######## block 1 ########
### Routing congestion, block 1

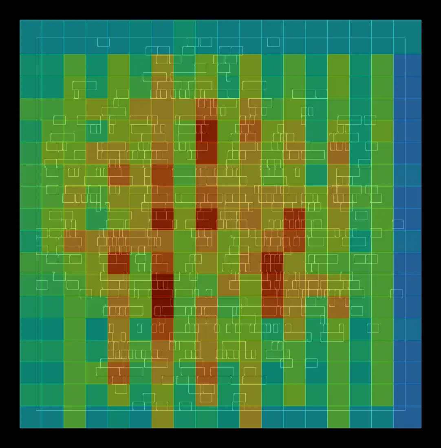

File: src/rtl/exponent_down.sv
// Multi-cycle left normalizer for the FP add/sub path: shifts the mantissa one bit per
// clock, decrementing the exponent, until the hidden bit is set or the value flushes to zero.
module exponent_down #(
   parameter int EXP_W  = 8,
   parameter int MANT_W = 24
) (
   input  logic              clk,
   input  logic              rst,
   input  logic              start,
   input  logic [EXP_W-1:0]  exp_in,
   input  logic [MANT_W-1:0] mant_in,
   output logic              busy,
   output logic              done,
   output logic [EXP_W-1:0]  exp_out,
   output logic [MANT_W-1:0] mant_out,
   output logic              zero_out,
   output logic [4:0]        shift_cnt
);

   typedef enum logic [1:0] {IDLE, SHIFT, DONE} state_t;

   state_t            state_q, state_d;
   logic [EXP_W-1:0]  exp_r_q, exp_r_d;
   logic [MANT_W-1:0] mant_r_q, mant_r_d;
   logic              zero_r_q, zero_r_d;
   logic [4:0]        cnt_q, cnt_d;
   logic [EXP_W-1:0]  exp_out_q, exp_out_d;
   logic [MANT_W-1:0] mant_out_q, mant_out_d;
   logic              zero_out_q, zero_out_d;
   logic [4:0]        shift_cnt_q, shift_cnt_d;
   logic              done_q, done_d;

   always_comb begin
      // NOTE: every _d gets its hold value first, so no path through the case infers a latch.
      state_d     = state_q;
      exp_r_d     = exp_r_q;
      mant_r_d    = mant_r_q;
      zero_r_d    = zero_r_q;
      cnt_d       = cnt_q;
      exp_out_d   = exp_out_q;
      mant_out_d  = mant_out_q;
      zero_out_d  = zero_out_q;
      shift_cnt_d = shift_cnt_q;
      done_d      = 1'b0;

      case (state_q)
         IDLE: begin
            if (start) begin
               exp_r_d  = exp_in;
               mant_r_d = mant_in;
               zero_r_d = 1'b0;
               cnt_d    = '0;
               state_d  = SHIFT;
            end
         end
         SHIFT: begin
            if (mant_r_q == '0 || exp_r_q == '0) begin
               exp_r_d  = '0;
               mant_r_d = '0;
               zero_r_d = 1'b1;
               state_d  = DONE;
            end else if (mant_r_q[MANT_W-1]) begin
               state_d = DONE;
            end else if (exp_r_q == EXP_W'(1)) begin
               // One more shift would take the exponent to 0, which is reserved for zero.
               exp_r_d  = '0;
               mant_r_d = '0;
               zero_r_d = 1'b1;
               state_d  = DONE;
            end else begin
               mant_r_d = {mant_r_q[MANT_W-2:0], 1'b0};
               exp_r_d  = exp_r_q - EXP_W'(1);
               cnt_d    = cnt_q + 5'd1;
            end
         end
         DONE: begin
            exp_out_d   = exp_r_q;
            mant_out_d  = mant_r_q;
            zero_out_d  = zero_r_q;
            shift_cnt_d = cnt_q;
            done_d      = 1'b1;
            state_d     = IDLE;
         end
         default: state_d = IDLE;
      endcase
   end

   always_ff @(posedge clk) begin
      // NOTE: sequential state uses non-blocking assignments so all flops update together.
      if (rst) begin
         state_q     <= IDLE;
         exp_r_q     <= '0;
         mant_r_q    <= '0;
         zero_r_q    <= 1'b0;
         cnt_q       <= '0;
         exp_out_q   <= '0;
         mant_out_q  <= '0;
         zero_out_q  <= 1'b0;
         shift_cnt_q <= '0;
         done_q      <= 1'b0;
      end else begin
         state_q     <= state_d;
         exp_r_q     <= exp_r_d;
         mant_r_q    <= mant_r_d;
         zero_r_q    <= zero_r_d;
         cnt_q       <= cnt_d;
         exp_out_q   <= exp_out_d;
         mant_out_q  <= mant_out_d;
         zero_out_q  <= zero_out_d;
         shift_cnt_q <= shift_cnt_d;
         done_q      <= done_d;
      end
   end

   assign busy      = (state_q != IDLE);
   assign done      = done_q;
   assign exp_out   = exp_out_q;
   assign mant_out  = mant_out_q;
   assign zero_out  = zero_out_q;
   assign shift_cnt = shift_cnt_q;

endmodule
File: config.mk
export PLATFORM = sky130hd
export DESIGN_NAME = exponent_down
export DESIGN_NICKNAME = d
export VERILOG_FILES = /design/src/rtl/exponent_down.sv
export SDC_FILE = /design/constraint.sdc
export NUM_CORES = 1
export LEC_CHECK = 0
export CAP_MARGIN = 20
export CORE_AREA = 5 5 121 123
export CTS_BUF_LIST = sky130_fd_sc_hd__clkbuf_2
export DETAILED_ROUTE_END_ITERATION = 8
export DIE_AREA = 0 0 126 128
export PLACE_DENSITY = 0.53
export RECOVER_POWER = 50
export SLEW_MARGIN = 20
export SYNTH_ARGS = -nofsm -noshare
export SYNTH_HDL_FRONTEND = slang
export SYNTH_SLANG_ARGS = --single-unit
export TNS_END_PERCENT = 100
File: constraint.sdc
create_clock -name clk -period 4.25 [get_ports clk]
set_input_delay 0.425 -clock clk [delete_from_list [all_inputs] [get_ports clk]]
set_output_delay 0.425 -clock clk [all_outputs]
set_load 0.005 [all_outputs]
######## block 2 ########
$ cat src/rtl/rv32_mem_pkg.sv
// Shared types and default widths for the single-port memory arbiter slice.
package rv32_mem_pkg;

  localparam int ADDR_W_DEF = 10;
  localparam int DATA_W_DEF = 32;

  typedef enum logic [1:0] {
    IDLE  = 2'd0,
    IF_RD = 2'd1,
    D_RD  = 2'd2
  } arb_state_e;

endpackage

$ cat src/rtl/arb_starve_ctr.sv
// Counts data grants that bypass a waiting fetch; flags when fetch must win the next contended cycle.
// Latency: flag is registered state, visible the cycle after the count reaches STARVE_MAX.
module arb_starve_ctr #(
  parameter int STARVE_MAX = 4
) (
  input  logic clk,
  input  logic reset,
  input  logic i_inc,
  input  logic i_clr,
  output logic o_starved
);

  localparam int CNT_W = (STARVE_MAX > 1) ? $clog2(STARVE_MAX + 1) : 1;

  logic [CNT_W-1:0] r_cnt;

  always_ff @(posedge clk) begin
    if (reset) begin
      r_cnt <= '0;
    end else if (i_clr) begin
      r_cnt <= '0;
    end else if (i_inc) begin
      r_cnt <= r_cnt + 1'b1;
    end
  end

  assign o_starved = (r_cnt == CNT_W'(STARVE_MAX));

endmodule

$ cat src/rtl/mem_port_arbiter.sv
// Arbitrates fetch and data ports onto one single-port memory: grant is combinational, read data returns one cycle later.
// Data has priority; with ARB_STARVE_GUARD_EN defined, fetch wins a contended cycle after STARVE_MAX consecutive bypasses.
module mem_port_arbiter
  import rv32_mem_pkg::*;
#(
  parameter int ADDR_W     = ADDR_W_DEF,
  parameter int DATA_W     = DATA_W_DEF,
  parameter int STARVE_MAX = 4
) (
  input  logic              clk,
  input  logic              reset,
  input  logic              i_if_req,
  input  logic [ADDR_W-1:0] i_if_addr,
  output logic              o_if_gnt,
  output logic              o_if_rvalid,
  output logic [DATA_W-1:0] o_if_rdata,
  input  logic              i_d_req,
  input  logic              i_d_we,
  input  logic [ADDR_W-1:0] i_d_addr,
  input  logic [DATA_W-1:0] i_d_wdata,
  output logic              o_d_gnt,
  output logic              o_d_rvalid,
  output logic [DATA_W-1:0] o_d_rdata,
  output logic              o_mem_en,
  output logic              o_mem_we,
  output logic [ADDR_W-1:0] o_mem_addr,
  output logic [DATA_W-1:0] o_mem_wdata,
  input  logic [DATA_W-1:0] i_mem_rdata
);

  arb_state_e r_state;
  arb_state_e w_next;
  logic       w_fetch_first;
  logic       w_if_gnt;
  logic       w_d_gnt;

`ifdef ARB_STARVE_GUARD_EN
  logic w_starved;

  arb_starve_ctr #(
    .STARVE_MAX(STARVE_MAX)
  ) u_starve_ctr (
    .clk      (clk),
    .reset    (reset),
    .i_inc    (w_d_gnt & i_if_req),
    .i_clr    (w_if_gnt | ~i_if_req),
    .o_starved(w_starved)
  );

  assign w_fetch_first = w_starved;
`else
  // Strict data priority; STARVE_MAX only matters when the guard is built in.
  assign w_fetch_first = (STARVE_MAX < 0);
`endif

  // Requests seen while reset is high are never granted.
  assign w_d_gnt  = ~reset & i_d_req & ~(i_if_req & w_fetch_first);
  assign w_if_gnt = ~reset & i_if_req & ~w_d_gnt;

  assign o_if_gnt    = w_if_gnt;
  assign o_d_gnt     = w_d_gnt;
  assign o_mem_en    = w_if_gnt | w_d_gnt;
  assign o_mem_we    = w_d_gnt & i_d_we;
  assign o_mem_addr  = w_d_gnt ? i_d_addr : (w_if_gnt ? i_if_addr : '0);
  assign o_mem_wdata = (w_d_gnt & i_d_we) ? i_d_wdata : '0;

  always_ff @(posedge clk) begin
    if (reset) begin
      r_state <= IDLE;
    end else begin
      r_state <= w_next;
    end
  end

  always_comb begin
    w_next = IDLE;
    if (w_if_gnt) begin
      w_next = IF_RD;
    end else if (w_d_gnt && !i_d_we) begin
      w_next = D_RD;
    end
  end

  // The state names whose read is returning this cycle; reset masks it immediately.
  always_comb begin
    o_if_rvalid = 1'b0;
    o_if_rdata  = '0;
    o_d_rvalid  = 1'b0;
    o_d_rdata   = '0;
    if (!reset) begin
      case (r_state)
        IF_RD: begin
          o_if_rvalid = 1'b1;
          o_if_rdata  = i_mem_rdata;
        end
        D_RD: begin
          o_d_rvalid = 1'b1;
          o_d_rdata  = i_mem_rdata;
        end
        default: ;
      endcase
    end
  end

endmodule

$ cat config.mk
export PLATFORM = sky130hd
export DESIGN_NAME = mem_port_arbiter
export DESIGN_NICKNAME = d
export VERILOG_FILES = /design/src/rtl/rv32_mem_pkg.sv /design/src/rtl/arb_starve_ctr.sv /design/src/rtl/mem_port_arbiter.sv
export SDC_FILE = /design/constraint.sdc
export NUM_CORES = 1
export LEC_CHECK = 0
export ABC_AREA = 0
export CAP_MARGIN = 25
export CORE_MARGIN = 5
export CORE_UTILIZATION = 16
export DETAILED_ROUTE_END_ITERATION = 7
export HOLD_SLACK_MARGIN = 0.06
export MAX_ROUTING_LAYER = met4
export PLACE_DENSITY = 0.79
export REMOVE_ABC_BUFFERS = 1
export SETUP_SLACK_MARGIN = 0.5
export SLEW_MARGIN = 10
export SYNTH_ARGS = -nofsm -noshare
export SYNTH_HDL_FRONTEND = slang
export SYNTH_SLANG_ARGS = --single-unit
export TNS_END_PERCENT = 1
$ cat constraint.sdc
create_clock -name clk -period 1.2 [get_ports clk]
set_input_delay 0.3 -clock clk [delete_from_list [all_inputs] [get_ports clk]]
set_output_delay 0.3 -clock clk [all_outputs]
set_load 0.05 [all_outputs]
### Selected gate families, block 2

The bar under the picture is 20 um long.
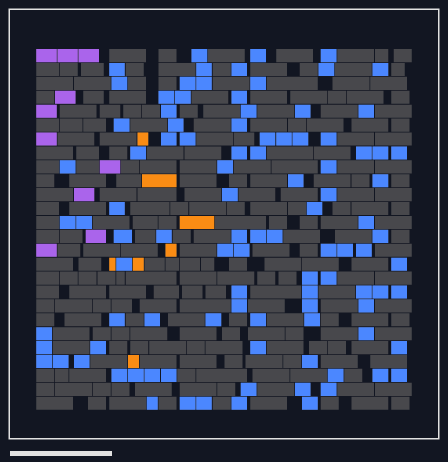
| family | color | cells |
|---|---|---|
| non-inverting ao/oa cells | purple | 10 |
| and/or cells | blue | 99 |
| nor cells | orange | 7 |

### Signal wires on met3, block 2

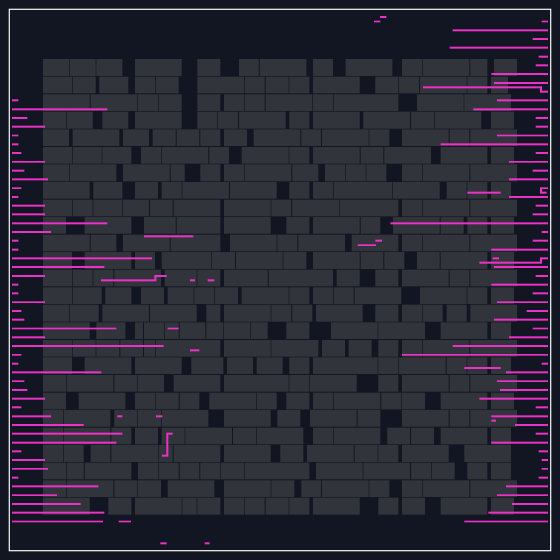
wire length on this layer: 728 um
share of all routed wire: 7.4%
nets with wire on the layer: 116
longest straight run: 24.2 um
main direction: horizontal

==> ci_impl_report.md, block 2 <==
### Yosys + OpenROAD results

| Metric | Value |
|---|---|
| Status | complete, but fails checks |
| Violated checks | negative setup slack |
| Flop share of the area | 0.008847 |
| Final Hold Viols | 0 |
| Place WS | -0.8264 ns |
| Initial DRC Count | 28 |
| Ys cells | 130 |
| Max Clk Rate | 589.5 MHz |
| Setup repair bufs after CTS | 7 |
| Comb gate area | around 1000 sq um |
| Area-dominant class | non-clock buffers |
| Worst Min Path Start | i_d_we |
| Crit Path Category | flop to primary output |
| Aggregate global-route resource usage | 0.2531 |
| Maximum VDD drop | 364.3 uV |
| Number of buffers added on ports | approximately 200 |
| Total tool warning count | 27 |
| Nets | 437 |
| Flops after synth | 2 |
| Setup violations, final | 112 |
| Fin worst setup slack | -0.4964 ns |
| Hold crit path type | input port to flop |
| Clock transition at path regs | 0.03 ns |
| CLK BUF | 3 |
| Hold Path Depth | 2 |
| CTS root buffer | clkbuf_8 |
| Largest net degree at the start of global routing | 18 |
| Mapped Area | 869.6 sq um |
| Critical Path Fanout Max | 8 |
| Clk network pwr share | 0.157 |
| Asr flop ratio synth | 0 |
| CTS sink count | 2 |
| Detailed-route DRC error count | 0 |
| Capturing element type of the critical path | primary output |
| Min Hold Slack | 0.2587 ns |
| Core ar. | 5205 sq um |
| GR Util met2 | 0.5025 |
| Top cells excl fill/tap | buf_12 (117), and2_4 (97), clkdlybuf4s50_1 (68) |
| Minimum clock period | 1.696 ns |
| Worst path bufs/invs | 3 |
| Count leader, synth | and2_1 |
| ANT cells | 0 |
| GP Congestion | 0.8176 |
| Top Consumer | combinational logic |
| Crit path cell chain | nor3b_4, buf_6, clkbuf_16, and2_4, buf_12 |
### Cell sizes after repair, block 1

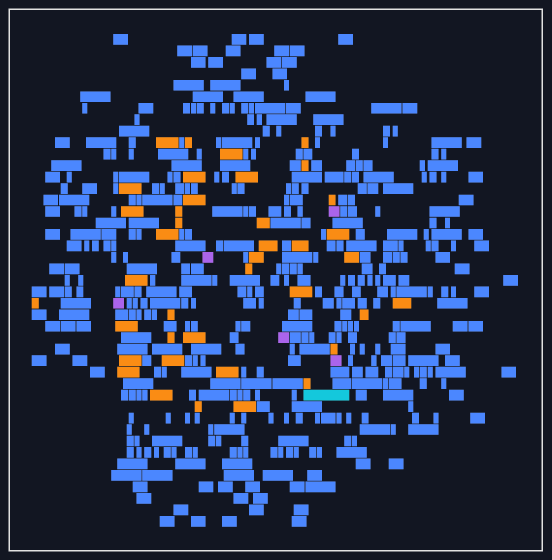
| size | color | cells | share | most used |
|---|---|---|---|---|
| x2 | orange | 39 | 8.1% | a221oi_2 |
| x1 and smaller | blue | 438 | 91% | nand2_1 |
| x6 and larger | cyan | 1 | 0.21% | bufinv_16 |
| x3 and x4 | purple | 5 | 1.0% | buf_4 |

### Signal wires on met3, block 1

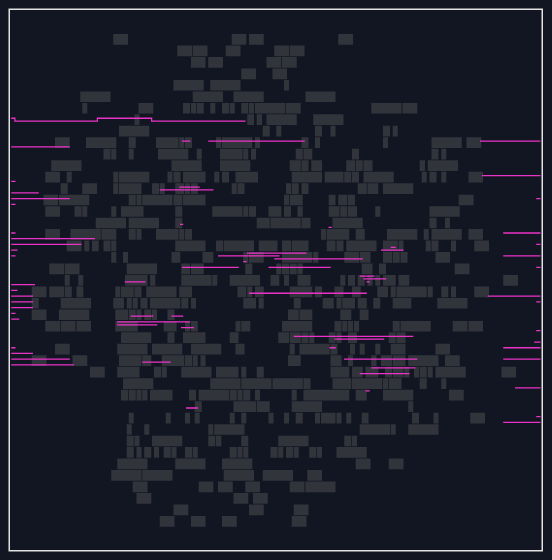
nets with wire on the layer: 60
share of all routed wire: 5.4%
main direction: horizontal
longest straight run: 28.1 um
wire length on this layer: 571 um

Notes on 'Routing congestion' of block 1 above:
GR Util met1: 0.1742
GR Util met2: 0.2147
aggregate global-route resource usage: 0.1331

==> ci_impl_report.md, block 1 <==
### Yosys + OpenROAD results

| Metric | Value |
|---|---|
| Uppermost layer routed | met4 |
| Top cell excl fill/tap | nand2_1 |
| Detailed-route DRC error count | 0 |
| Int Pwr | 0.001102 W |
| Area share, top type | 0.4506 |
| Hold crit path type | flop to flop |
| Post-synthesis adder-cell area fraction | 0.01070 |
| Status | completed |
| Via density | 4.991 |
| ANT cells | 0 |
| Sequential group share of total power | 0.515 |
| CP Data Arrival Time | 3.32 ns |
| Combinational share of cell area | 0.3920 |
| Static leakage | 1.598 nW |
| Number of buffers added on ports | 74 |
| Non-clk bufs | 78 |
| Total chip power | approximately 0.0017 W |
| GR Layer Usage met3 | 0.03500 |
| Chip Area | 16130 sq um |
| Core ar. | roughly 14000 sq um |
| Met2 wire length | 5032 um |
| Final Non-Filler Cells | 663 |
| Ys Warns | 0 |
| Flop area | around 1600 sq um |
| R2R setup slack | 1.40 ns |
| Compound Share, Synth | 0.2431 |
| M1 WL | 4743 um |


## Gallery

Routed clock nets over the placement.
Plate I
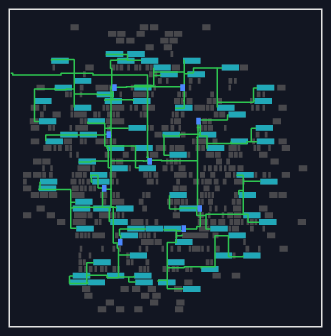
Plate II
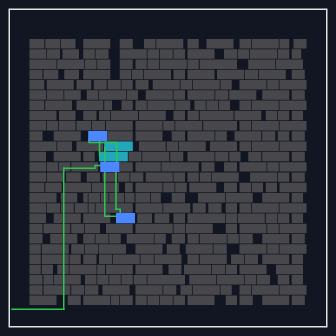
For block 2, see Plate II.
For block 1, see Plate I.
The one with the most sequential cells is Plate I.

Power figures rest on the tool's default switching activity, not on a simulated workload.
